# design 1

Fig. 1: design 1, clock routing
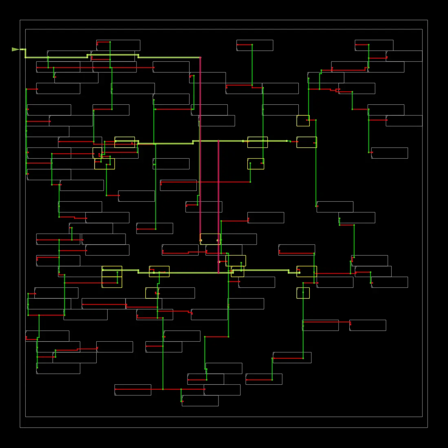

## config.mk

```make
export PLATFORM = sky130hd
export DESIGN_NAME = rf_symbol_serializer
export DESIGN_NICKNAME = d
export VERILOG_FILES = /design/src/rtl/dds_pkg.sv /design/src/rtl/sym_fifo.sv /design/src/rtl/rf_symbol_serializer.sv
export SDC_FILE = /design/constraint.sdc
export NUM_CORES = 1
export LEC_CHECK = 0
export ABC_AREA = 0
export CORE_UTILIZATION = 45
export CTS_CLUSTER_DIAMETER = 60
export CTS_CLUSTER_SIZE = 10
export DETAILED_ROUTE_END_ITERATION = 16
export GPL_TIMING_DRIVEN = 0
export HOLD_SLACK_MARGIN = 0.05
export PLACE_DENSITY_LB_ADDON = 0.12
export RECOVER_POWER = 50
export REMOVE_ABC_BUFFERS = 1
export SKIP_CTS_REPAIR_TIMING = 1
export SYNTH_ARGS = -nofsm -noshare
export SYNTH_HDL_FRONTEND = slang
export SYNTH_SLANG_ARGS = --single-unit
```

## constraint.sdc

```tcl
create_clock -name clk -period 4.78 [get_ports clk]
set_clock_uncertainty 0.05 [all_clocks]
set_input_delay 0.956 -clock clk [delete_from_list [all_inputs] [get_ports clk]]
set_output_delay 0.956 -clock clk [all_outputs]
set_load 0.02 [all_outputs]
```

## src/rtl/dds_pkg.sv

```systemverilog
// Shared types and constants for the DDS keying front end (rf_symbol_serializer).
package dds_pkg;

  typedef enum logic [1:0] {
    IDLE     = 2'd0,
    PREAMBLE = 2'd1,
    SHIFT    = 2'd2
  } ser_state_t;

  localparam int unsigned BYTE_W        = 8;
  localparam logic [7:0]  PREAMBLE_BYTE = 8'hAA;

endpackage

```

## src/rtl/sym_fifo.sv

```systemverilog
// Synchronous payload FIFO (DEPTH x WIDTH) with registered occupancy and full/empty flags.
module sym_fifo #(
  parameter int unsigned DEPTH = 4,
  parameter int unsigned WIDTH = 8
) (
  input  logic             clk,
  input  logic             rst_n,
  input  logic             wr_en_i,
  input  logic [WIDTH-1:0] wr_data_i,
  input  logic             rd_en_i,
  output logic [WIDTH-1:0] rd_data_o,
  output logic             full_o,
  output logic             empty_o
);

  localparam int unsigned AW = (DEPTH > 1) ? $clog2(DEPTH) : 1;

  logic [WIDTH-1:0] mem_q [DEPTH];
  logic [AW-1:0]    wr_ptr_q, wr_ptr_d;
  logic [AW-1:0]    rd_ptr_q, rd_ptr_d;
  logic [AW:0]      count_q, count_d;
  logic             push, pop;

  assign full_o    = (count_q == (AW+1)'(DEPTH));
  assign empty_o   = (count_q == '0);
  assign rd_data_o = mem_q[rd_ptr_q];

  // A write is refused while full even if a read frees a slot on the same edge.
  assign push = wr_en_i && !full_o;
  assign pop  = rd_en_i && !empty_o;

  always_comb begin
    wr_ptr_d = wr_ptr_q;
    rd_ptr_d = rd_ptr_q;
    count_d  = count_q;
    if (push) wr_ptr_d = wr_ptr_q + AW'(1);
    if (pop)  rd_ptr_d = rd_ptr_q + AW'(1);
    case ({push, pop})
      2'b10:   count_d = count_q + (AW+1)'(1);
      2'b01:   count_d = count_q - (AW+1)'(1);
      default: count_d = count_q;
    endcase
  end

  always_ff @(posedge clk) begin
    if (push) mem_q[wr_ptr_q] <= wr_data_i;
  end

  always_ff @(posedge clk or negedge rst_n) begin
    if (!rst_n) begin
      wr_ptr_q <= '0;
      rd_ptr_q <= '0;
      count_q  <= '0;
    end else begin
      wr_ptr_q <= wr_ptr_d;
      rd_ptr_q <= rd_ptr_d;
      count_q  <= count_d;
    end
  end

endmodule

```

## src/rtl/rf_symbol_serializer.sv

```systemverilog
// Byte-to-symbol serializer feeding the DDS frequency-select/OOK input, MSB first.
// Optional burst preamble (8'hAA) enabled by defining RF_SER_PREAMBLE_EN.
module rf_symbol_serializer
  import dds_pkg::*;
#(
  parameter int unsigned FIFO_DEPTH = 4,
  parameter int unsigned DIV_W      = 16
) (
  input  logic             clk,
  input  logic             rst,
  input  logic [7:0]       s_data,
  input  logic             s_valid,
  output logic             s_ready,
  input  logic [DIV_W-1:0] sym_div,
  output logic             rf_data,
  output logic             sym_strobe,
  output logic             busy,
  output logic             burst_done
);

  ser_state_t        state_q, state_d;
  logic [7:0]        shreg_q, shreg_d;
  logic [DIV_W-1:0]  div_q, div_d;
  logic [DIV_W-1:0]  sym_cnt_q, sym_cnt_d;
  logic [2:0]        bit_cnt_q, bit_cnt_d;
  logic              strobe_q, strobe_d;
  logic              busy_q, busy_d;
  logic              done_q, done_d;

  logic              fifo_full, fifo_empty, fifo_pop;
  logic [BYTE_W-1:0] fifo_rd_data;
  logic              sym_end;

  sym_fifo #(
    .DEPTH (FIFO_DEPTH),
    .WIDTH (BYTE_W)
  ) u_fifo (
    .clk       (clk),
    .rst_n     (rst),
    .wr_en_i   (s_valid),
    .wr_data_i (s_data),
    .rd_en_i   (fifo_pop),
    .rd_data_o (fifo_rd_data),
    .full_o    (fifo_full),
    .empty_o   (fifo_empty)
  );

  assign s_ready    = !fifo_full;
  // shreg is cleared on return to IDLE, so its MSB doubles as the registered rf_data.
  assign rf_data    = shreg_q[7];
  assign sym_strobe = strobe_q;
  assign busy       = busy_q;
  assign burst_done = done_q;

  assign sym_end = (sym_cnt_q == div_q - DIV_W'(1));

  always_comb begin
    state_d   = state_q;
    shreg_d   = shreg_q;
    div_d     = div_q;
    sym_cnt_d = sym_cnt_q;
    bit_cnt_d = bit_cnt_q;
    busy_d    = busy_q;
    strobe_d  = 1'b0;
    done_d    = 1'b0;
    fifo_pop  = 1'b0;

    case (state_q)
      IDLE: begin
        busy_d = 1'b0;
        if (!fifo_empty) begin
          div_d     = (sym_div == '0) ? DIV_W'(1) : sym_div;
          bit_cnt_d = 3'd7;
          sym_cnt_d = '0;
          strobe_d  = 1'b1;
          busy_d    = 1'b1;
`ifdef RF_SER_PREAMBLE_EN
          shreg_d   = PREAMBLE_BYTE;
          state_d   = PREAMBLE;
`else
          fifo_pop  = 1'b1;
          shreg_d   = fifo_rd_data;
          state_d   = SHIFT;
`endif
        end
      end

      PREAMBLE, SHIFT: begin
        if (!sym_end) begin
          sym_cnt_d = sym_cnt_q + DIV_W'(1);
        end else begin
          sym_cnt_d = '0;
          if (bit_cnt_q != 3'd0) begin
            shreg_d   = {shreg_q[6:0], 1'b0};
            bit_cnt_d = bit_cnt_q - 3'd1;
            strobe_d  = 1'b1;
          end else if (!fifo_empty) begin
            // Reload straight from the FIFO so consecutive bytes run gap-free.
            fifo_pop  = 1'b1;
            shreg_d   = fifo_rd_data;
            bit_cnt_d = 3'd7;
            strobe_d  = 1'b1;
            state_d   = SHIFT;
          end else begin
            shreg_d   = '0;
            busy_d    = 1'b0;
            done_d    = 1'b1;
            state_d   = IDLE;
          end
        end
      end

      default: begin
        shreg_d = '0;
        busy_d  = 1'b0;
        state_d = IDLE;
      end
    endcase
  end

  always_ff @(posedge clk or negedge rst) begin
    if (!rst) begin
      state_q   <= IDLE;
      shreg_q   <= '0;
      div_q     <= DIV_W'(1);
      sym_cnt_q <= '0;
      bit_cnt_q <= '0;
      strobe_q  <= 1'b0;
      busy_q    <= 1'b0;
      done_q    <= 1'b0;
    end else begin
      state_q   <= state_d;
      shreg_q   <= shreg_d;
      div_q     <= div_d;
      sym_cnt_q <= sym_cnt_d;
      bit_cnt_q <= bit_cnt_d;
      strobe_q  <= strobe_d;
      busy_q    <= busy_d;
      done_q    <= done_d;
    end
  end

endmodule

```

# design 2

`src/rtl/exe_mem_pipe.sv`:
```
// EXE->MEM pipeline register: DEPTH elastic stages with valid/ready handshake,
// global flush, bubble-gated memory/write-back controls, forwarding taps and a
// saturating back-pressure counter.
module exe_mem_pipe #(
  parameter int unsigned DATA_W = 32,
  parameter int unsigned REG_AW = 4,
  parameter int unsigned DEPTH  = 1,
  parameter int unsigned CNT_W  = 16
) (
  input  logic                      clk,
  input  logic                      rst,
  input  logic                      in_valid,
  output logic                      in_ready,
  input  logic [DATA_W-1:0]         pc_in,
  input  logic [REG_AW-1:0]         dst_in,
  input  logic                      mem_read_in,
  input  logic                      mem_write_in,
  input  logic                      wb_en_in,
  input  logic [DATA_W-1:0]         alu_res_in,
  input  logic [DATA_W-1:0]         val_rm_in,
  input  logic                      flush,
  output logic                      out_valid,
  input  logic                      out_ready,
  output logic [DATA_W-1:0]         pc_out,
  output logic [REG_AW-1:0]         dst_out,
  output logic [DATA_W-1:0]         alu_res_out,
  output logic [DATA_W-1:0]         val_rm_out,
  output logic                      mem_read_out,
  output logic                      mem_write_out,
  output logic                      wb_en_out,
  output logic [DEPTH-1:0]          fwd_valid,
  output logic [DEPTH*REG_AW-1:0]   fwd_dst,
  output logic [CNT_W-1:0]          stall_cnt
);

  localparam int unsigned LAST = DEPTH - 1;

  // One EXE result bundle as it travels down the pipe.
  typedef struct packed {
    logic [DATA_W-1:0] pc;
    logic [REG_AW-1:0] dst;
    logic              mem_read;
    logic              mem_write;
    logic              wb_en;
    logic [DATA_W-1:0] alu_res;
    logic [DATA_W-1:0] val_rm;
  } beat_t;

  beat_t            in_beat;
  beat_t            stage_q  [DEPTH];
  logic [DEPTH-1:0] valid_q;

  beat_t            up_beat  [DEPTH];
  logic [DEPTH-1:0] up_valid;
  logic [DEPTH-1:0] rdy;

  assign in_beat = '{
    pc:        pc_in,
    dst:       dst_in,
    mem_read:  mem_read_in,
    mem_write: mem_write_in,
    wb_en:     wb_en_in,
    alu_res:   alu_res_in,
    val_rm:    val_rm_in
  };

  // Ready chain: a stage can load if it is empty or anything downstream frees
  // up; walked from the output back so no signal feeds itself.
  always_comb begin : ready_chain
    logic acc;
    acc = out_ready;
    rdy = '0;
    for (int i = int'(DEPTH) - 1; i >= 0; i--) begin
      acc    = acc | ~valid_q[i];
      rdy[i] = acc;
    end
  end

  // Upstream source of each stage: inputs for stage 0, previous stage otherwise.
  always_comb begin
    up_valid    = '0;
    up_valid[0] = in_valid;
    for (int i = 0; i < int'(DEPTH); i++) begin
      up_beat[i] = in_beat;
    end
    for (int i = 1; i < int'(DEPTH); i++) begin
      up_valid[i] = valid_q[i-1];
      up_beat[i]  = stage_q[i-1];
    end
  end

  // Flush drops everything in flight and stalls nobody upstream.
  assign in_ready = flush | rdy[0];

  // Stage registers: load when ready, hold otherwise; flush clears valids only.
  always_ff @(posedge clk or negedge rst) begin
    if (!rst) begin
      valid_q <= '0;
      for (int i = 0; i < int'(DEPTH); i++) begin
        stage_q[i] <= '0;
      end
    end else begin
      for (int i = 0; i < int'(DEPTH); i++) begin
        if (flush) begin
          valid_q[i] <= 1'b0;
        end else if (rdy[i]) begin
          valid_q[i] <= up_valid[i];
        end
        if (rdy[i]) begin
          stage_q[i] <= up_beat[i];
        end
      end
    end
  end

  // Saturating count of cycles where the MEM stage refused a valid beat.
  always_ff @(posedge clk or negedge rst) begin
    if (!rst) begin
      stall_cnt <= '0;
    end else if (valid_q[LAST] && !out_ready && (stall_cnt != {CNT_W{1'b1}})) begin
      stall_cnt <= stall_cnt + CNT_W'(1);
    end
  end

  // Output stage; controls are masked so a bubble never looks like a load/store.
  assign out_valid     = valid_q[LAST];
  assign pc_out        = stage_q[LAST].pc;
  assign dst_out       = stage_q[LAST].dst;
  assign alu_res_out   = stage_q[LAST].alu_res;
  assign val_rm_out    = stage_q[LAST].val_rm;
  assign mem_read_out  = valid_q[LAST] & stage_q[LAST].mem_read;
  assign mem_write_out = valid_q[LAST] & stage_q[LAST].mem_write;
  assign wb_en_out     = valid_q[LAST] & stage_q[LAST].wb_en;

  // Forwarding taps straight off the stage registers.
  always_comb begin
    fwd_valid = '0;
    fwd_dst   = '0;
    for (int i = 0; i < int'(DEPTH); i++) begin
      fwd_valid[i]                = valid_q[i] & stage_q[i].wb_en;
      fwd_dst[i*REG_AW +: REG_AW] = stage_q[i].dst;
    end
  end

endmodule

```
`config.mk`:
```
export PLATFORM = sky130hd
export DESIGN_NAME = exe_mem_pipe
export DESIGN_NICKNAME = d
export VERILOG_FILES = /design/src/rtl/exe_mem_pipe.sv
export SDC_FILE = /design/constraint.sdc
export NUM_CORES = 1
export LEC_CHECK = 0
export ABC_AREA = 1
export CAP_MARGIN = 20
export CORE_ASPECT_RATIO = 1.1
export CORE_UTILIZATION = 47
export DETAILED_ROUTE_END_ITERATION = 10
export PLACE_DENSITY = 0.95
export SLEW_MARGIN = 10
export SYNTH_ARGS = -nofsm -noshare
export SYNTH_HDL_FRONTEND = slang
export SYNTH_SLANG_ARGS = --single-unit
```
`constraint.sdc`:
```
create_clock -name clk -period 3.55 [get_ports clk]
set_input_delay 0.355 -clock clk [delete_from_list [all_inputs] [get_ports clk]]
set_output_delay 0.355 -clock clk [all_outputs]
set_load 0.01 [all_outputs]
```
# design 3

**config.mk**
```make
export PLATFORM = sky130hd
export DESIGN_NAME = stopwatch_adjust_flat
export DESIGN_NICKNAME = d
export VERILOG_FILES = /design/src/rtl/stopwatch_adjust_if.sv /design/src/rtl/stopwatch_adjust.sv /design/src/flat_wrapper.sv
export SDC_FILE = /design/constraint.sdc
export NUM_CORES = 1
export LEC_CHECK = 0
export CORE_MARGIN = 3
export CORE_UTILIZATION = 38
export DETAILED_ROUTE_END_ITERATION = 8
export PLACE_DENSITY_LB_ADDON = 0.2
export SYNTH_ARGS = -nofsm -noshare
export SYNTH_HDL_FRONTEND = slang
export SYNTH_SLANG_ARGS = --single-unit
```
**constraint.sdc**
```tcl
create_clock -name clk -period 3.94 [get_ports clk]
set_input_delay 0.394 -clock clk [delete_from_list [all_inputs] [get_ports clk]]
set_output_delay 0.394 -clock clk [all_outputs]
set_load 0.03 [all_outputs]
```
**src/rtl/stopwatch_adjust_if.sv**
```systemverilog
// Digit-load write channel between the adjust writer and the stopwatch counter.
interface stopwatch_adjust_if;
   logic       wr_valid;
   logic [1:0] wr_sel;
   logic [3:0] wr_data;
   logic       wr_ready;

   modport master (output wr_valid, output wr_sel, output wr_data, input wr_ready);
   modport slave  (input wr_valid, input wr_sel, input wr_data, output wr_ready);
endinterface

```
**src/rtl/stopwatch_adjust.sv**
```systemverilog
// Adjust-mode writer: synchronizes the slide switches, writes one clamped BCD
// digit per adjust tick into the counter load port (valid/ready), and drives
// the blink mask of the digit being edited.
// Optional feature: define STOPWATCH_ADJUST_BLINK_EN to build the blink
// counter; otherwise blink_mask is tied to zero.
module stopwatch_adjust #(
   parameter int SYNC_STAGES = 2,
   parameter int BLINK_TICKS = 2
) (
   input  logic                      clk,
   input  logic                      rst_n,
   input  logic                      adj_sw,
   input  logic [1:0]                sel_sw,
   input  logic [3:0]                num_sw,
   input  logic                      tick,
   stopwatch_adjust_if.master        wr,
   output logic [3:0]                blink_mask,
   output logic                      adj_active
);

   typedef enum logic [1:0] {IDLE, ARMED, WRITE} state_t;

   // Switch bundle: {adj, sel[1:0], num[3:0]}; index 0 is the newest stage
   logic [SYNC_STAGES-1:0][6:0] sync_q;
   logic       adj_s;
   logic [1:0] sel_s;
   logic [3:0] num_s;

   state_t     state_q;
   logic       first_pending_q;
   logic [1:0] last_sel_q;
   logic [3:0] last_data_q;
   logic       wr_valid_q;
   logic [1:0] wr_sel_q;
   logic [3:0] wr_data_q;
   logic       adj_active_q;

   logic [3:0] cand_data;
   logic       cand_new;

   // Seconds-tens digit tops out at 5, every other digit at 9
   function automatic logic [3:0] clamp(input logic [1:0] s, input logic [3:0] n);
      if (s == 2'd1) return (n > 4'd5) ? 4'd5 : n;
      return (n > 4'd9) ? 4'd9 : n;
   endfunction

   // Shift all raw switches through the synchronizer chain together
   always_ff @(posedge clk or negedge rst_n) begin
      if (!rst_n) sync_q <= '0;
      else        sync_q <= {sync_q[SYNC_STAGES-2:0], {adj_sw, sel_sw, num_sw}};
   end

   assign adj_s = sync_q[SYNC_STAGES-1][6];
   assign sel_s = sync_q[SYNC_STAGES-1][5:4];
   assign num_s = sync_q[SYNC_STAGES-1][3:0];

   assign cand_data = clamp(sel_s, num_s);
   assign cand_new  = first_pending_q || (sel_s != last_sel_q) || (cand_data != last_data_q);

   // Write FSM with registered handshake outputs; leaving adjust mode has
   // priority over a coincident tick in ARMED, but never aborts a WRITE
   always_ff @(posedge clk or negedge rst_n) begin
      if (!rst_n) begin
         state_q         <= IDLE;
         first_pending_q <= 1'b0;
         last_sel_q      <= '0;
         last_data_q     <= '0;
         wr_valid_q      <= 1'b0;
         wr_sel_q        <= '0;
         wr_data_q       <= '0;
         adj_active_q    <= 1'b0;
      end else begin
         adj_active_q <= adj_s;
         case (state_q)
            IDLE: begin
               wr_valid_q <= 1'b0;
               if (adj_s) begin
                  state_q         <= ARMED;
                  first_pending_q <= 1'b1;
               end
            end
            ARMED: begin
               if (!adj_s) begin
                  state_q <= IDLE;
               end else if (tick && cand_new) begin
                  state_q    <= WRITE;
                  wr_valid_q <= 1'b1;
                  wr_sel_q   <= sel_s;
                  wr_data_q  <= cand_data;
               end
            end
            WRITE: begin
               // Ticks here are dropped; outputs hold until the counter takes them
               if (wr.wr_ready) begin
                  wr_valid_q      <= 1'b0;
                  last_sel_q      <= wr_sel_q;
                  last_data_q     <= wr_data_q;
                  first_pending_q <= 1'b0;
                  state_q         <= adj_s ? ARMED : IDLE;
               end
            end
            default: begin
               state_q    <= IDLE;
               wr_valid_q <= 1'b0;
            end
         endcase
      end
   end

   assign wr.wr_valid = wr_valid_q;
   assign wr.wr_sel   = wr_sel_q;
   assign wr.wr_data  = wr_data_q;
   assign adj_active  = adj_active_q;

`ifdef STOPWATCH_ADJUST_BLINK_EN
   localparam int CW = (BLINK_TICKS > 1) ? $clog2(BLINK_TICKS) : 1;
   logic [CW-1:0] blink_cnt_q;
   logic          blink_phase_q;

   // Count adjust ticks; phase flips every BLINK_TICKS ticks, cleared outside adjust
   always_ff @(posedge clk or negedge rst_n) begin
      if (!rst_n) begin
         blink_cnt_q   <= '0;
         blink_phase_q <= 1'b0;
      end else if (!adj_s) begin
         blink_cnt_q   <= '0;
         blink_phase_q <= 1'b0;
      end else if (tick) begin
         if (blink_cnt_q == CW'(BLINK_TICKS - 1)) begin
            blink_cnt_q   <= '0;
            blink_phase_q <= ~blink_phase_q;
         end else begin
            blink_cnt_q <= blink_cnt_q + 1'b1;
         end
      end
   end

   assign blink_mask = (blink_phase_q && adj_s) ? (4'b0001 << sel_s) : 4'b0000;
`else
   assign blink_mask = 4'b0000;
`endif

endmodule

```
**src/flat_wrapper.sv**
```systemverilog
// flat-port wrapper written by rule: the top's interface ports become plain ports
module stopwatch_adjust_flat 
#(
   parameter int SYNC_STAGES = 2,
   parameter int BLINK_TICKS = 2
)
  (clk, rst_n, adj_sw, sel_sw, num_sw, tick, blink_mask, adj_active, wr_wr_valid, wr_wr_sel, wr_wr_data, wr_wr_ready);
  stopwatch_adjust_if wr_i ();
  input  logic clk;
  input  logic rst_n;
  input  logic adj_sw;
  input  logic [1:0] sel_sw;
  input  logic [3:0] num_sw;
  input  logic tick;
  output logic [3:0] blink_mask;
  output logic adj_active;
  output wire logic [$bits(wr_i.wr_valid)-1:0] wr_wr_valid;
  output wire logic [$bits(wr_i.wr_sel)-1:0] wr_wr_sel;
  output wire logic [$bits(wr_i.wr_data)-1:0] wr_wr_data;
  input wire logic [$bits(wr_i.wr_ready)-1:0] wr_wr_ready;
  assign wr_wr_valid = wr_i.wr_valid;
  assign wr_wr_sel = wr_i.wr_sel;
  assign wr_wr_data = wr_i.wr_data;
  assign wr_i.wr_ready = wr_wr_ready;
  stopwatch_adjust #(.SYNC_STAGES(SYNC_STAGES), .BLINK_TICKS(BLINK_TICKS)) u_core (.clk(clk), .rst_n(rst_n), .adj_sw(adj_sw), .sel_sw(sel_sw), .num_sw(num_sw), .tick(tick), .wr(wr_i), .blink_mask(blink_mask), .adj_active(adj_active));
endmodule
```

==> gallery <==
Met3 routing.
image #1
(4 px per um)
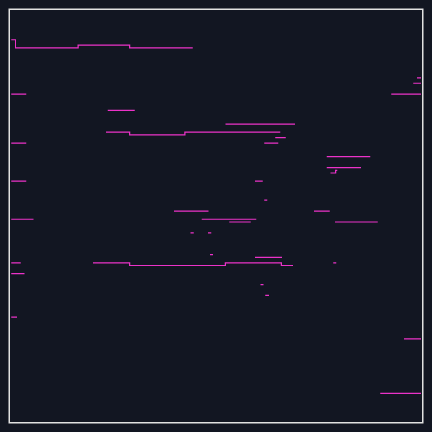
image #2
(8 px per um)
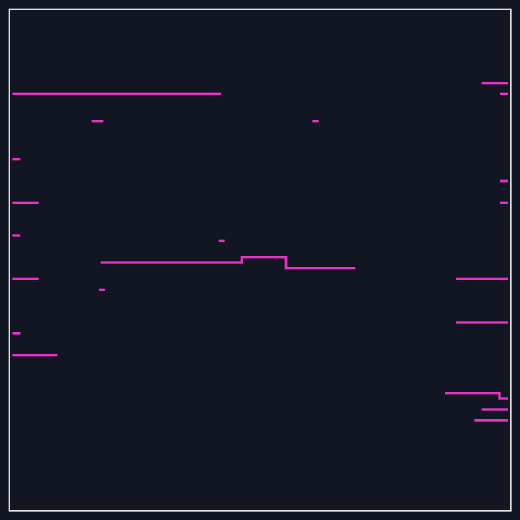
image #3
(4 px per um)
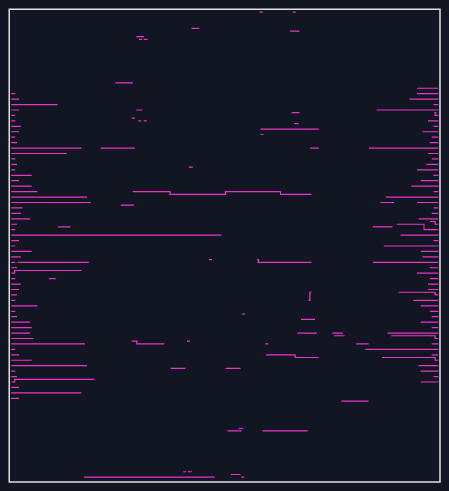
| from | picture |
|---|---|
| design 3 | image #2 |
| design 2 | image #3 |
| design 1 | image #1 |
The one with the largest die is image #3.

Fig. 2: design 1, wire density map
(4 px per um) 21 x 21 tiles, from black (low) to pale yellow (high), scaled to the fullest tile. Values are wire area over tile area, all layers added.
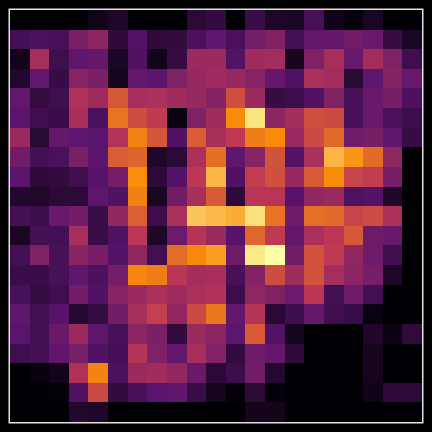
mean over tiles	0.13
emptiest ninth of the die	south-east
fullest tile	0.47
densest ninth of the die	centre
count of vias placed by the detailed router: 3247
DRT Wirelength: 9063 um
total global routing track utilization: 18.52%

About Fig. 1:
clock tree buffer count of the final layout: 10
number of CTS-inserted buffers: 9
CTS sink count: 86

==> impl_metrics.yaml, design 1 <==
# flow metrics
die:
  design.core.area_sq_mm: 0.009819
  dieHeight_um: 103.0
  die-width_um: 103.0
critical_path:
  crit_path_end: "u_fifo.count_q[2]"
  cp.required_ps: 4970
  critical_path.max_fanout: 41
  critical_path_cell_count: 12
  timing.critical_path.mode_cell: "xor2_1"
  crit_arrival_ps: 4630
min_path:
  hold_crit_start: "u_fifo.count_q[0]"
  worst_hold_path_type: "flop to flop"
clock_network:
  clockRootBuffer: "clkbuf_8"
  cts-root-to-sink-buffers: 2
power_and_ir_drop:
  p_clk_share_pct: 22.1
  report.power.total_mw: 2.244
  p_sw_share_pct: 35.11
synthesis:
  aoi_share_pct: 12.44
  post_synth_and_or_nand_nor_area_fraction_pct: 16.17
  post_synth_fa_ha_maj_area_fraction_pct: 2.891
  postSynthCellCount: 411
  synth_xor_xnor_area_share_pct: 4.391
  post_synth_instance_area_sq_mm: 0.004588
  netlist-cell-type-count: 66
  sequential_fraction_of_the_synthesis_area_pct: 50.42
final_timing:
  achievable-frequency_mhz: 225.2
  hold-worst-slack_ps: 474.7
  slew_headroom_pct: -2.418
  maxSlewViolCount: 29
placed_design:
  dpl.cell_count: 550
  port_buffers: 31
  post-dp-hpwl_um: 6370
flow_run:
  max_cap_violations: 1
status:
  run_status: "complete, but fails checks"
  violations: "max-capacitance violations, max-slew violations"
final_layout:
  final_core_utilization_pct: 52.27
  final_cell_count_no_fill: 566
  fillcell_total: 906
routing:
  drtPass1Iterations: 5
  drc: 0
  dr.max_layer_used: "met4"
global_routing:
  globalRouteMet2Util_pct: 32.05
## design 1: synth_stat cells, drive strengths merged, types with 8 or more instances
cell	n	area, sq um
dfrtp	53	1326
edfxtp	32	960.9
nand2	29	108.9
nor2	26	97.59
clkbuf	18	67.56
inv	18	67.56
nand3	16	80.08
o21ai	16	80.08
nor3	14	70.07
xnor2	14	122.6
mux2	13	146.4
mux2i	11	110.1
a211oi	9	72.57
ha	9	112.6
nand4	9	56.30
xor2	9	78.83
buf	8	56.30
mux4	8	180.2
Fig. 3: design 3, where the registers sit
(6 px per um) Other sequential cells in the stronger grey, the rest of the logic in the fainter grey.
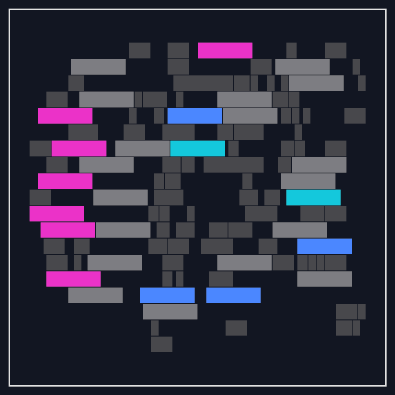
colour	name in the netlist	flops
magenta	`u_core.sync_q`	7
blue	`u_core.last_data_q`	4
cyan	`u_core.wr.wr_sel`	2
not coloured	18
end-of-flow core utilization: 51.86%
sequential standard cell area: 775.7 sq um
power attributed to sequential cells: 413 uW

==> impl_metrics.yaml, design 3 <==
# flow metrics
final_layout:
  layout.cell_area.non_filler_sq_mm: 0.001504
  max_flop_register: "u_core.sync_q"
  clkbuf_count: 8
  fillcell_total: 281
  final_cell_count_no_fill: 156
routing:
  route.detailed.wl_per_inst_um: 11.71
  dr.first_iter.drc_count: 11
  wirelength_um: 1827
  met2RoutedLength_um: 830
  length_of_routed_wiring_on_met1_um: 831
min_path:
  whs_path_depth: 0
  timing.hold.worst_endpoint: "u_core.sel_s[0]"
  worst_hold_path_type: "flop to flop"
global_routing:
  vias_in_the_first_global_route: 716
flow_run:
  warnings: 26
clock_network:
  cts-root-to-sink-buffers: 2
  cts-hold-fix-buffers: 0
status:
  run_status: "completed"
critical_path:
  ff2ff_path_depth: 6
power_and_ir_drop:
  power.static_leakage_nw: 0.6715
final_timing:
  hold-worst-slack_ps: 352.2
synthesis:
  synthDominantAreaCellType: "dfrtp_1"
  number_of_warnings_issued_by_yosys: 0
die:
  die-width_um: 62.52
design 3: worst max-delay path by stage:
stage	startpoint	endpoint	slack, ps
2_1_floorplan	u_core.num_s[2]	u_core.wr.wr_data[1]	1840
4_1_cts	u_core.num_s[2]	u_core.wr.wr_sel[1]	1590
3_3_place_gp	u_core.num_s[2]	u_core.wr.wr_sel[0]	1700
3_5_place_dp	u_core.num_s[2]	u_core.wr.wr_data[1]	1620
6_report	u_core.num_s[2]	u_core.wr.wr_sel[1]	1620
5_1_grt	u_core.num_s[2]	u_core.wr.wr_data[1]	1440
Fig. 4: design 2, wire density map
(3 px per um) 21 x 24 tiles, from black (low) to pale yellow (high), scaled to the fullest tile. Values are wire area over tile area, all layers added.
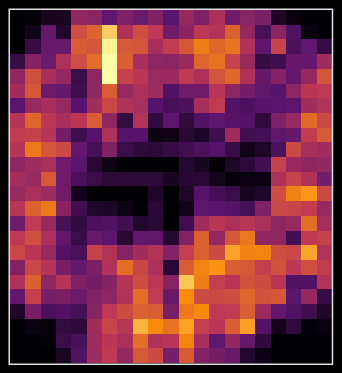
nearly empty tiles	7.7%
densest ninth of the die	south
mean over tiles	0.18
tiles over half the peak	26%
fullest tile	0.50
total global routing track utilization: 22.56%
count of vias placed by the detailed router: 4624
DRT Wirelength: 13680 um

==> impl_metrics.yaml, design 2 <==
# flow metrics
routing:
  viasPerCell: 4.709
  detail-route-antenna-nets: 0
  drc: 0
  detailroute.wirelength.met3_um: 846
  length_of_routed_wiring_on_met1_um: 5246
synthesis:
  postSynthCellCount: 691
  postSynth.topFlopCell: "dfrtp_1"
  synthesis.area_per_instance_sq_um: 8.295
  post_synth_and_or_nand_nor_area_fraction_pct: 29.19
  post_synth_top_area_share_pct: 52.39
  syn-num-nets: 800
  top_logic_kind: "simple AND/OR/NAND/NOR gates"
die:
  dieHeight_um: 117.8
final_timing:
  hold-worst-slack_ps: -6.269
  finalCritPeriodShare_pct: 69.42
  timing_hold_violations_final: 4
  setup-violations-final: 0
  achievable-frequency_mhz: 405.8
  timing.setup.tns_ps: 0
  period_needed_ps: 2464
  rsz_0062_raised_after_global_routing: "no"
critical_path:
  critical_path.max_fanout: 49
  startpoint: "out_valid"
  crit_arrival_ps: 2110
  worst-path-buf-inv: 1
  crit_chain: "nand2_4 > or2_2 > clkdlybuf4s50_1"
  timing.critical_path.slowest_stage_cell: "dfrtp_1"
  critical_path_cell_count: 3
  r2r-end: "stall_cnt[4]"
  r2r_slack_ps: 1420
final_layout:
  final_cell_count_no_fill: 982
  post_route_cells_drive_above_1_share_pct: 6.130
  fin_nets: 929
  final_core_utilization_pct: 68.46
clock_network:
  clk_transition_reported_paths_ps: 50
  cts-htree-levels: 4
  ctsResizeCount: 0
  cts-root-to-sink-buffers: 2
status:
  violations: "negative hold slack"
  run_status: "complete, but fails checks"
global_routing:
  grt_overflow: 0
  grt_antenna_before_repair: 1
placed_design:
  post-dp-hpwl_um: 9762
  dpl.cell_count: 951
power_and_ir_drop:
  power_attributed_to_sequential_cells_mw: 1.57
  power_leader: "clock"
==> design 2: final cells by class <==
class | count | area, sq um | area share, %
tap | 150 | 187.7 | 2.344
timing repair buffer | 237 | 2372 | 29.63
inverter | 18 | 68.82 | 0.8594
sequential | 120 | 3003 | 37.50
multi-input combinational | 426 | 1759 | 21.97
clock inverter | 7 | 115.1 | 1.437
clock buffer | 24 | 501.7 | 6.266
==> design 2: layer usage <==
metal,vias to the layer above,GRT usage (%)
met4,0,10.27
met5,-,0
met3,29,5.592
met1,2163,25.45
li1,2245,-
met2,187,39.68

# design 4

Fig. 5: design 4, clock routing
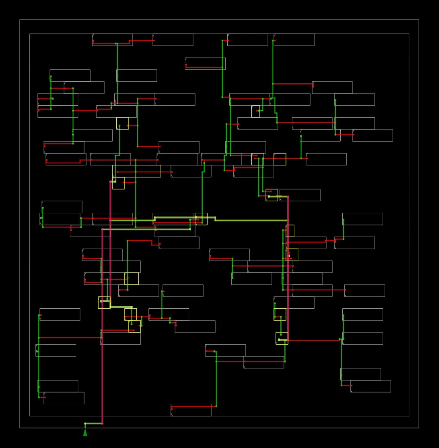

--- src/rtl/mem_arbiter.sv ---
// ---------------------------------------------------------------------------
// mem_arbiter
//
// Shares the single data-memory port between the CPU and a second bus master
// (DMA / debug loader). Only one access is in flight at a time. The memory
// may stretch an access with mem_busy. Read data and a one-cycle ack go back
// to the master that won arbitration.
//
// Access timeline, with the request seen in cycle 0 and mem_busy low:
//   cycle 0 IDLE (grant), cycle 1 ISSUE, cycle 2 WAIT, cycle 3 ack.
// Each WAIT cycle with mem_busy high adds one cycle.
//
// Optional build macro:
//   ARB_TIMEOUT_EN - abort a WAIT that stays busy for TIMEOUT_CYCLES cycles.
//                    The ack is still given, with rdata forced to all-ones,
//                    and the sticky timeout flag is set. When the macro is
//                    undefined, WAIT lasts as long as mem_busy stays high and
//                    timeout is tied to 0.
//
// Ports:
//   clk, reset_n               clock, asynchronous active-low reset
//   cpu_req/we/addr/wdata      CPU request; fields held stable until cpu_ack
//   cpu_ack, cpu_rdata         one-cycle completion pulse, read data (held)
//   dma_req/we/addr/wdata      DMA request, same protocol as the CPU
//   dma_ack, dma_rdata         DMA completion pulse, read data (held)
//   mem_address, mem_wdata     to memory, held for the whole access
//   mem_load                   write strobe, high only in the ISSUE cycle
//   mem_rdata, mem_busy        from memory; busy high = access not finished
//   timeout                    sticky abort flag, cleared only by reset
// ---------------------------------------------------------------------------
module mem_arbiter #(
    parameter int unsigned ADDR_WIDTH     = 16,
    parameter int unsigned DATA_WIDTH     = 16,
    parameter int unsigned CPU_PRIORITY   = 1,
    parameter int unsigned TIMEOUT_CYCLES = 255
) (
    input  logic                  clk,
    input  logic                  reset_n,

    input  logic                  cpu_req,
    input  logic                  cpu_we,
    input  logic [ADDR_WIDTH-1:0] cpu_addr,
    input  logic [DATA_WIDTH-1:0] cpu_wdata,
    output logic                  cpu_ack,
    output logic [DATA_WIDTH-1:0] cpu_rdata,

    input  logic                  dma_req,
    input  logic                  dma_we,
    input  logic [ADDR_WIDTH-1:0] dma_addr,
    input  logic [DATA_WIDTH-1:0] dma_wdata,
    output logic                  dma_ack,
    output logic [DATA_WIDTH-1:0] dma_rdata,

    output logic [ADDR_WIDTH-1:0] mem_address,
    output logic                  mem_load,
    output logic [DATA_WIDTH-1:0] mem_wdata,
    input  logic [DATA_WIDTH-1:0] mem_rdata,
    input  logic                  mem_busy,

    output logic                  timeout
);

    typedef enum logic [1:0] {
        IDLE,
        ISSUE,
        WAIT
    } state_t;

    // Last WAIT-cycle count before an abort (8-bit counter range).
    localparam logic [7:0] TO_LAST = 8'(TIMEOUT_CYCLES - 1);

    state_t state;

    logic   owner_dma;   // winner of the access in flight
    logic   owner_we;    // access in flight is a write
    logic   last_dma;    // round-robin pointer: 1 = DMA was granted last

    // -----------------------------------------------------------------------
    // Arbitration (evaluated in IDLE only)
    // -----------------------------------------------------------------------
    logic                  cpu_elig;
    logic                  dma_elig;
    logic                  any_elig;
    logic                  pick_dma;
    logic                  sel_we;
    logic [ADDR_WIDTH-1:0] sel_addr;
    logic [DATA_WIDTH-1:0] sel_wdata;

    always_comb begin
        // A master in its ack cycle still shows req for the access that is
        // just finishing, so it must not be granted again in that cycle.
        cpu_elig = cpu_req & ~cpu_ack;
        dma_elig = dma_req & ~dma_ack;
        any_elig = cpu_elig | dma_elig;

        pick_dma = dma_elig;
        if (cpu_elig && dma_elig) begin
            if (CPU_PRIORITY != 0) begin
                pick_dma = 1'b0;
            end else begin
                pick_dma = ~last_dma;
            end
        end

        if (pick_dma) begin
            sel_we    = dma_we;
            sel_addr  = dma_addr;
            sel_wdata = dma_wdata;
        end else begin
            sel_we    = cpu_we;
            sel_addr  = cpu_addr;
            sel_wdata = cpu_wdata;
        end
    end

`ifdef ARB_TIMEOUT_EN
    logic [7:0] wait_cnt;
`else
    // Keeps the timeout parameter referenced when the feature is built out.
    logic unused_timeout_cfg;
    assign unused_timeout_cfg = ^TO_LAST;
    assign timeout            = 1'b0;
`endif

    // -----------------------------------------------------------------------
    // Arbiter FSM; every output is a register written here.
    // -----------------------------------------------------------------------
    always_ff @(posedge clk or negedge reset_n) begin
        if (!reset_n) begin
            state       <= IDLE;
            owner_dma   <= 1'b0;
            owner_we    <= 1'b0;
            last_dma    <= 1'b1;     // pretend DMA went last so the CPU wins the first tie
            cpu_ack     <= 1'b0;
            dma_ack     <= 1'b0;
            cpu_rdata   <= '0;
            dma_rdata   <= '0;
            mem_address <= '0;
            mem_wdata   <= '0;
            mem_load    <= 1'b0;
`ifdef ARB_TIMEOUT_EN
            wait_cnt    <= '0;
            timeout     <= 1'b0;
`endif
        end else begin
            // Acks are single-cycle pulses.
            cpu_ack <= 1'b0;
            dma_ack <= 1'b0;

            case (state)
                IDLE: begin
                    if (any_elig) begin
                        owner_dma   <= pick_dma;
                        last_dma    <= pick_dma;
                        owner_we    <= sel_we;
                        mem_address <= sel_addr;
                        mem_wdata   <= sel_wdata;
                        mem_load    <= sel_we;
                        state       <= ISSUE;
                    end
                end

                ISSUE: begin
                    mem_load <= 1'b0;
`ifdef ARB_TIMEOUT_EN
                    wait_cnt <= '0;
`endif
                    state    <= WAIT;
                end

                WAIT: begin
                    if (!mem_busy) begin
                        if (owner_dma) begin
                            dma_ack <= 1'b1;
                            if (!owner_we) begin
                                dma_rdata <= mem_rdata;
                            end
                        end else begin
                            cpu_ack <= 1'b1;
                            if (!owner_we) begin
                                cpu_rdata <= mem_rdata;
                            end
                        end
                        state <= IDLE;
                    end
`ifdef ARB_TIMEOUT_EN
                    else if (wait_cnt == TO_LAST) begin
                        // Abort: the requester is still released with an
                        // ack, and all-ones rdata marks the data as bad.
                        if (owner_dma) begin
                            dma_ack   <= 1'b1;
                            dma_rdata <= '1;
                        end else begin
                            cpu_ack   <= 1'b1;
                            cpu_rdata <= '1;
                        end
                        timeout <= 1'b1;
                        state   <= IDLE;
                    end else begin
                        wait_cnt <= wait_cnt + 8'd1;
                    end
`endif
                end

                default: begin
                    mem_load <= 1'b0;
                    state    <= IDLE;
                end
            endcase
        end
    end

endmodule

--- config.mk ---
export PLATFORM = sky130hd
export DESIGN_NAME = mem_arbiter
export DESIGN_NICKNAME = d
export VERILOG_FILES = /design/src/rtl/mem_arbiter.sv
export SDC_FILE = /design/constraint.sdc
export NUM_CORES = 1
export LEC_CHECK = 0
export ABC_AREA = 1
export CAP_MARGIN = 20
export CORE_AREA = 2 2 89 91
export CTS_BUF_LIST = sky130_fd_sc_hd__clkbuf_4
export DETAILED_ROUTE_END_ITERATION = 7
export DIE_AREA = 0 0 91 93
export HOLD_SLACK_MARGIN = 0.12
export PLACE_DENSITY = 0.94
export SLEW_MARGIN = 15
export SYNTH_ARGS = -nofsm -noshare
export SYNTH_HDL_FRONTEND = slang
export SYNTH_SLANG_ARGS = --single-unit
--- constraint.sdc ---
create_clock -name clk -period 2.51 [get_ports clk]
set_input_delay 0.6275 -clock clk [delete_from_list [all_inputs] [get_ports clk]]
set_output_delay 0.6275 -clock clk [all_outputs]
set_load 0.01 [all_outputs]
# design 5

File: src/rtl/mem_access_unit.sv
// Memory-access stage: MIPS loads/stores over a variable-latency req/ack bus.
// Non-memory ops pass Result through; misaligned accesses and bus timeouts flag mem_err.
module mem_access_unit #(
    parameter int ADDR_W      = 32,
    parameter int TIMEOUT_CYC = 16
) (
    input  logic              CLK,
    input  logic              RST,
    input  logic              in_valid,
    output logic              in_ready,
    input  logic [31:0]       Ins,
    input  logic [ADDR_W-1:0] Result,
    input  logic [31:0]       Rdata2,
    output logic              out_valid,
    output logic [31:0]       Wdata,
    output logic              mem_err,
    output logic              bus_req,
    output logic              bus_we,
    output logic [ADDR_W-1:0] bus_addr,
    output logic [3:0]        bus_be,
    output logic [31:0]       bus_wdata,
    input  logic              bus_ack,
    input  logic [31:0]       bus_rdata
);

    typedef enum logic {IDLE, BUS} state_t;
    typedef enum logic [1:0] {SZ_B, SZ_H, SZ_W} size_t;

    localparam int CW = (TIMEOUT_CYC < 2) ? 1 : $clog2(TIMEOUT_CYC + 1);
    localparam logic [CW-1:0] LAST =
        CW'((TIMEOUT_CYC == 0) ? 0 : TIMEOUT_CYC - 1);

    state_t         state, state_d;
    logic [CW-1:0]  cnt, cnt_d;
    size_t          sz_q, sz_d;
    logic           sgn_q, sgn_d;
    logic           st_q, st_d;
    logic [1:0]     lane_q, lane_d;
    logic [31:0]    res_q, res_d;

    logic           ov_d, err_d, req_d, we_d;
    logic [31:0]    wdata_d, bwd_d;
    logic [ADDR_W-1:0] addr_d;
    logic [3:0]     be_d;

    logic           is_mem, is_st, is_sgn, misalign;
    size_t          is_sz;
    logic [31:0]    res32;
    logic [7:0]     byte_v;
    logic [15:0]    half_v;
    logic [31:0]    load_v;
    logic           unused_ins;

    assign unused_ins = ^Ins[25:0];

    generate
        if (ADDR_W >= 32) begin : g_trunc
            assign res32 = Result[31:0];
        end else begin : g_zext
            assign res32 = {{(32 - ADDR_W){1'b0}}, Result};
        end
    endgenerate

    // Opcode decode into size, signedness and direction
    always_comb begin
        is_mem = 1'b1;
        is_st  = 1'b0;
        is_sgn = 1'b0;
        is_sz  = SZ_W;
        unique case (Ins[31:26])
            6'h20: begin is_sz = SZ_B; is_sgn = 1'b1; end
            6'h21: begin is_sz = SZ_H; is_sgn = 1'b1; end
            6'h23: is_sz = SZ_W;
            6'h24: is_sz = SZ_B;
            6'h25: is_sz = SZ_H;
            6'h28: begin is_sz = SZ_B; is_st = 1'b1; end
            6'h29: begin is_sz = SZ_H; is_st = 1'b1; end
            6'h2B: begin is_sz = SZ_W; is_st = 1'b1; end
            default: is_mem = 1'b0;
        endcase
    end

    assign misalign = ((is_sz == SZ_H) && Result[0]) ||
                      ((is_sz == SZ_W) && (Result[1:0] != 2'b00));

    // Big-endian lane select and extension of the returned word
    always_comb begin
        unique case (lane_q)
            2'd0:    byte_v = bus_rdata[31:24];
            2'd1:    byte_v = bus_rdata[23:16];
            2'd2:    byte_v = bus_rdata[15:8];
            default: byte_v = bus_rdata[7:0];
        endcase
        half_v = lane_q[1] ? bus_rdata[15:0] : bus_rdata[31:16];
        unique case (sz_q)
            SZ_B:    load_v = {{24{sgn_q & byte_v[7]}}, byte_v};
            SZ_H:    load_v = {{16{sgn_q & half_v[15]}}, half_v};
            default: load_v = bus_rdata;
        endcase
    end

    // Next-state and next-output logic
    always_comb begin
        state_d = state;
        cnt_d   = cnt;
        sz_d    = sz_q;
        sgn_d   = sgn_q;
        st_d    = st_q;
        lane_d  = lane_q;
        res_d   = res_q;
        ov_d    = 1'b0;
        err_d   = 1'b0;
        wdata_d = Wdata;
        req_d   = bus_req;
        we_d    = bus_we;
        addr_d  = bus_addr;
        be_d    = bus_be;
        bwd_d   = bus_wdata;
        unique case (state)
            IDLE: begin
                if (in_valid) begin
                    if (!is_mem) begin
                        ov_d    = 1'b1;
                        wdata_d = res32;
                    end else if (misalign) begin
                        ov_d    = 1'b1;
                        err_d   = 1'b1;
                        wdata_d = '0;
                    end else begin
                        state_d = BUS;
                        cnt_d   = '0;
                        sz_d    = is_sz;
                        sgn_d   = is_sgn;
                        st_d    = is_st;
                        lane_d  = Result[1:0];
                        res_d   = res32;
                        req_d   = 1'b1;
                        we_d    = is_st;
                        addr_d  = {Result[ADDR_W-1:2], 2'b00};
                        unique case (is_sz)
                            SZ_B: begin
                                be_d  = 4'b1000 >> Result[1:0];
                                bwd_d = {4{Rdata2[7:0]}};
                            end
                            SZ_H: begin
                                be_d  = Result[1] ? 4'b0011 : 4'b1100;
                                bwd_d = {2{Rdata2[15:0]}};
                            end
                            default: begin
                                be_d  = 4'b1111;
                                bwd_d = Rdata2;
                            end
                        endcase
                        if (!is_st) bwd_d = '0;
                    end
                end
            end
            default: begin
                if (bus_ack) begin
                    state_d = IDLE;
                    req_d   = 1'b0;
                    ov_d    = 1'b1;
                    wdata_d = st_q ? res_q : load_v;
                end else if (TIMEOUT_CYC != 0 && cnt == LAST) begin
                    state_d = IDLE;
                    req_d   = 1'b0;
                    ov_d    = 1'b1;
                    err_d   = 1'b1;
                    wdata_d = '0;
                end else if (TIMEOUT_CYC != 0) begin
                    cnt_d = cnt + 1'b1;
                end
            end
        endcase
    end

    // State and registered outputs
    always_ff @(posedge CLK or posedge RST) begin
        if (RST) begin
            state     <= IDLE;
            cnt       <= '0;
            sz_q      <= SZ_W;
            sgn_q     <= 1'b0;
            st_q      <= 1'b0;
            lane_q    <= 2'b00;
            res_q     <= '0;
            out_valid <= 1'b0;
            mem_err   <= 1'b0;
            Wdata     <= '0;
            bus_req   <= 1'b0;
            bus_we    <= 1'b0;
            bus_addr  <= '0;
            bus_be    <= '0;
            bus_wdata <= '0;
        end else begin
            state     <= state_d;
            cnt       <= cnt_d;
            sz_q      <= sz_d;
            sgn_q     <= sgn_d;
            st_q      <= st_d;
            lane_q    <= lane_d;
            res_q     <= res_d;
            out_valid <= ov_d;
            mem_err   <= err_d;
            Wdata     <= wdata_d;
            bus_req   <= req_d;
            bus_we    <= we_d;
            bus_addr  <= addr_d;
            bus_be    <= be_d;
            bus_wdata <= bwd_d;
        end
    end

    assign in_ready = (state == IDLE);

endmodule
File: config.mk
export PLATFORM = sky130hd
export DESIGN_NAME = mem_access_unit
export DESIGN_NICKNAME = d
export VERILOG_FILES = /design/src/rtl/mem_access_unit.sv
export SDC_FILE = /design/constraint.sdc
export NUM_CORES = 1
export LEC_CHECK = 0
export ABC_AREA = 0
export CORE_ASPECT_RATIO = 0.75
export CORE_MARGIN = 3
export CORE_UTILIZATION = 44
export DETAILED_ROUTE_END_ITERATION = 8
export PLACE_DENSITY = 0.78
export REMOVE_ABC_BUFFERS = 1
export SLEW_MARGIN = 20
export SYNTH_ARGS = -nofsm -noshare
export SYNTH_HDL_FRONTEND = slang
export SYNTH_SLANG_ARGS = --single-unit
export TNS_END_PERCENT = 100
File: constraint.sdc
create_clock -name CLK -period 4.3 [get_ports CLK]
set_input_delay 0.86 -clock CLK [delete_from_list [all_inputs] [get_ports CLK]]
set_output_delay 0.86 -clock CLK [all_outputs]
set_load 0.01 [all_outputs]
Fig. 6: design 4, met3 routing
(4 px per um)
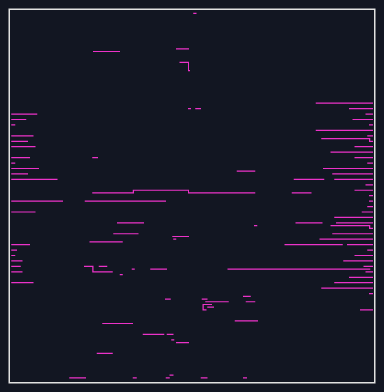
share of all routed wire	6.0%
main direction	horizontal
nets with wire on the layer	84
longest straight run	35.4 um
wire length on this layer	555 um

## Picture notes: Fig. 5
final sequential cell count: 71
clock group power: 728 uW

==> impl_metrics.yaml, design 4 <==
# flow metrics
status:
  run_status: "completed"
power_and_ir_drop:
  worst_ir_drop_on_vdd_mv: 0.6321
  power_attributed_to_sequential_cells_mw: 1.97
  report.power.total_mw: 5.232
  power.static_leakage_nw: 2.456
  p_sw_share_pct: 37.56
  power_combinational_mw: 2.53
  pwr_per_cell_area_mw_per_mm2: 1058
synthesis:
  post_synth_and_or_nand_nor_area_fraction_pct: 31.24
  synthesis.area_per_instance_sq_um: 8.089
  syn-num-nets: 489
  top_logic_kind: "simple AND/OR/NAND/NOR gates"
  synth_xor_xnor_area_share_pct: 0
  post_synth_top_area_share_pct: 54.64
  post_synth_fa_ha_maj_area_fraction_pct: 0
  post_synth_instance_area_sq_mm: 0.003252
  synth-edff-count: 0
  synth.yosys.chip_area_sq_mm: 0.003252
global_routing:
  grt_antenna_before_repair: 0
  first_pass_grt_wire_length_um: 15150
  grt_overflow: 0
  grtUsageMet1_pct: 25.89
  vias_in_the_first_global_route: 3208
die:
  row_count: 32
  io_pins: 155
  floorplan.initialDensity_pct: 43.20
  die-width_um: 91
final_timing:
  slew_headroom_pct: 55.46
  rsz_0062_raised_after_global_routing: "no"
  timing.final.ws_setup_ps: 442.5
  finClkSkew_ps: 24.84
  maxSlewViolCount: 0
  setup-violations-final: 0
  timing_hold_violations_final: 0
  period_needed_ps: 2067
critical_path:
  critical_path_cell_count: 1
  crit_path_end: "dma_ack"
  startpoint: "dma_ack"
  worst-path-buf-inv: 1
  timing.critical_path.from_type: "flop"
  crit_arrival_ps: 1440
  crit_chain: "clkdlybuf4s50_1"
  r2r_slack_ps: 900
clock_network:
  cts-root-to-sink-buffers: 2
  cts_setup_buffers: 0
  clockRootBuffer: "clkbuf_4"
  tritoncts: "built"
  ctsResizeCount: 0
routing:
  length_of_routed_wiring_on_met1_um: 3607
  dr.max_layer_used: "met4"
  detail-route-antenna-nets: 0
  drtPass1Iterations: 4
  detailroute.wirelength.met3_um: 555
final_layout:
  top_cells_excl_fill_tap: "nand2_1 (204), clkdlybuf4s50_1 (152), dfrtp_1 (71)"
  fin_nets: 636
  final_cell_count_no_fill: 656
  layout.cell_area.non_filler_sq_mm: 0.004947
  diodes: 0
placed_design:
  dpl_cell_area_sq_mm: 0.004808
  place_worst_setup_slack_ps: 221.4
  place_congestion: 0.8454
flow_run:
  max_cap_violations: 0
min_path:
  worst_hold_path_type: "input pin to async pin"
## design 4: layout make-up
cell class                      count  area [sq um]
Clock buffer                        9         67.56
Clock inverter                      7         71.32
Fill cell                         653          2580
Inverter                           24         92.59
Multi-Input combinational cell    285          1235
Sequential cell                    71          1777
Tap cell                          102         127.6
Timing Repair Buffer              158          1577
## design 4: flip-flops by register name, summed over array words and instances, names as in the netlist
register / count
dma_rdata: 16
owner_we: 1
owner_dma: 1
cpu_ack: 1
dma_ack: 1
mem_load: 1
mem_address: 16
state: 2
cpu_rdata: 16
mem_wdata: 16
Fig. 7: design 5, where the registers sit
(3 px per um) Other sequential cells in the stronger grey, the rest of the logic in the fainter grey.
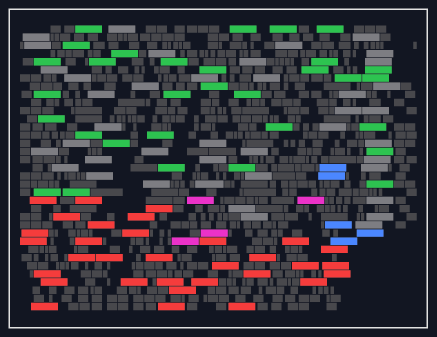
colour	name in the netlist	flops
magenta	`bus_be`	4
red	`bus_wdata`	32
green	`res_q`	31
blue	`cnt`	5

Fig. 8: design 5, wire density map
(3 px per um) 28 x 21 tiles, from black (low) to pale yellow (high), scaled to the fullest tile. Values are wire area over tile area, all layers added.
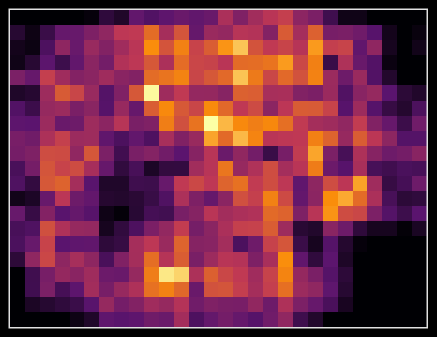
tiles over half the peak	24%
mean over tiles	0.22
densest ninth of the die	north
nearly empty tiles	9.7%
average wire length per cell after detail routing: 20.24 um
total global routing track utilization: 26.48%
count of vias placed by the detailed router: 5609
DRT Wirelength: 19590 um

==> impl_metrics.yaml, design 5 <==
# flow metrics
final_layout:
  buffers_excl_clock: 223
  sequential_cell_area_sq_mm: 0.002829
  layout_top_registers: "Wdata x32, bus_wdata x32, res_q x31"
  diodes: 0
  fin_nets: 924
  top_cells_excl_fill_tap: "clkdlybuf4s50_1 (208), dfrtp_1 (112), nand2_1 (70)"
clock_network:
  tritoncts: "built"
  ctsResizeCount: 0
  cts-hold-fix-buffers: 0
power_and_ir_drop:
  power.static_leakage_nw: 3.503
  worst_ir_drop_on_vdd_mv: 0.3791
synthesis:
  post_synth_instance_area_sq_mm: 0.005824
  synth_xor_xnor_area_share_pct: 0.3008
  netlist-cell-type-count: 48
  postSynth.asyncResetShare_pct: 100.0
  ys_sh_mux_pct: 12.07
  postSynthCellCount: 598
  post_synth_top_area_share_pct: 48.12
critical_path:
  ff2ff_path_depth: 9
  r2r-start: "cnt[0]"
  timing.critical_path.from_type: "input pin"
final_timing:
  setup-violations-final: 0
global_routing:
  first_pass_grt_wire_length_um: 31270
placed_design:
  dpl_cell_area_sq_mm: 0.008049
routing:
  length_of_routed_wiring_on_met1_um: 8431
status:
  run_status: "completed"
-- design 5: worst max-delay path by stage --
| stage | end | cells after the start | start |
|---|---|---|---|
| finish | bus_wdata[10] | 6 | Ins[27] |
| global route | bus_wdata[11] | 6 | Ins[27] |
| CTS | bus_we | 1 | st_q |
| detailed placement | bus_wdata[10] | 6 | Ins[27] |
| global placement | bus_wdata[17] | 6 | Ins[27] |
| floorplan | bus_be[2] | 4 | Ins[27] |
-- design 5: report_power, final --
group	total, mW	internal, mW	switching [mW]	leakage [nW]
Combinational	0.959	0.507	0.452	1.80
Clock	1.34	0.858	0.480	0.267
Sequential	1.38	1.23	0.153	1.43


==> notes/layouts.md <==
Pictures saved along the way, in no particular order.

Cells by drive strength.
panel A
(4 px per um)
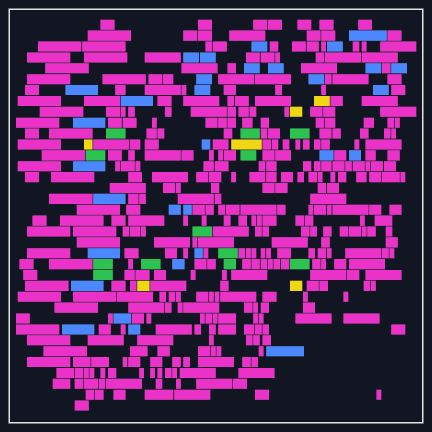
panel B
(4 px per um)
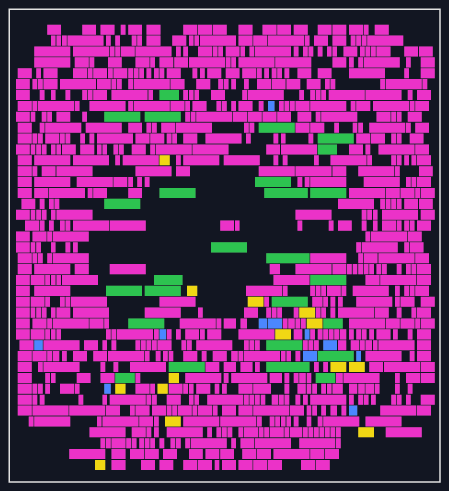
panel C
(4 px per um)
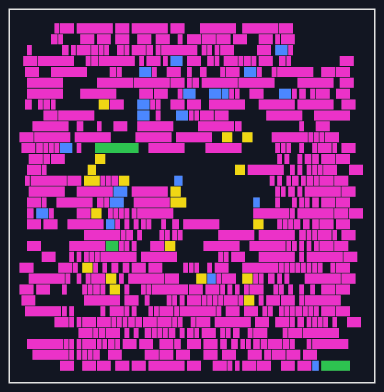
panel D
(8 px per um)
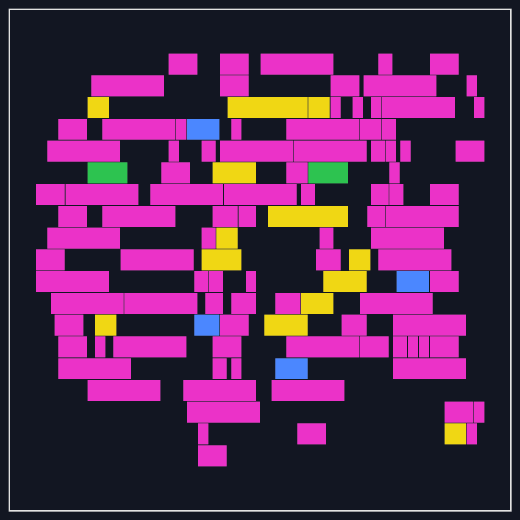
panel E
(3 px per um)
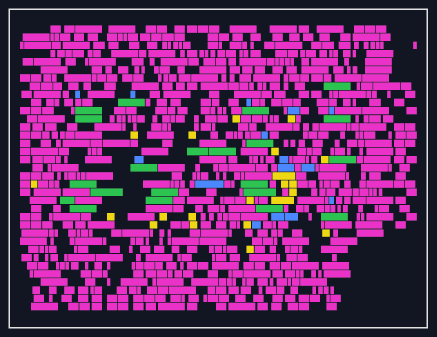
design 5: panel E
design 3: panel D
design 1: panel A
design 4: panel C
design 2: panel B


==> gallery <==
Clock routing.
Plate I
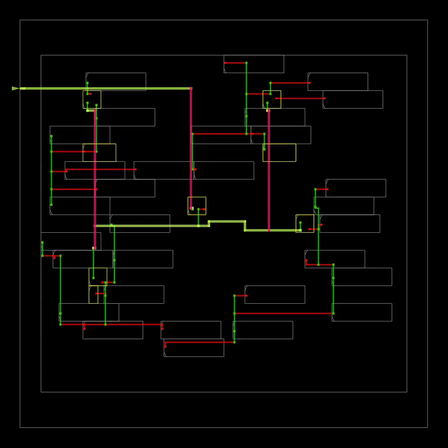
Plate II
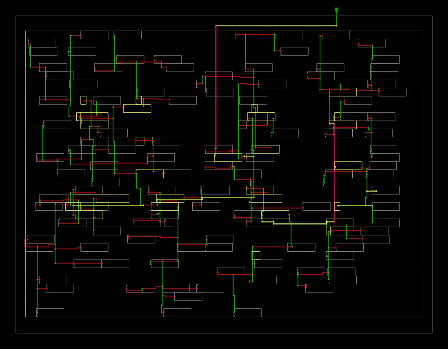
Plate III
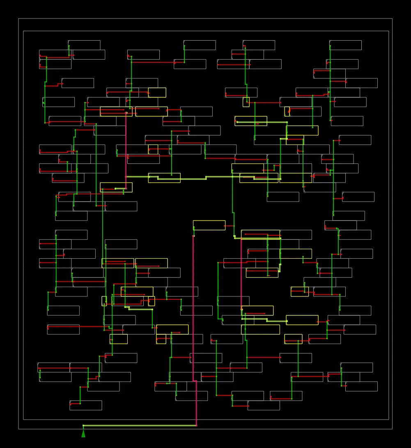
The one with the fewest clock buffers is Plate I.
Design 5 is Plate II.
Design 2 is Plate III.
Design 3 is Plate I.

Power figures rest on the tool's default switching activity, not on a simulated workload.
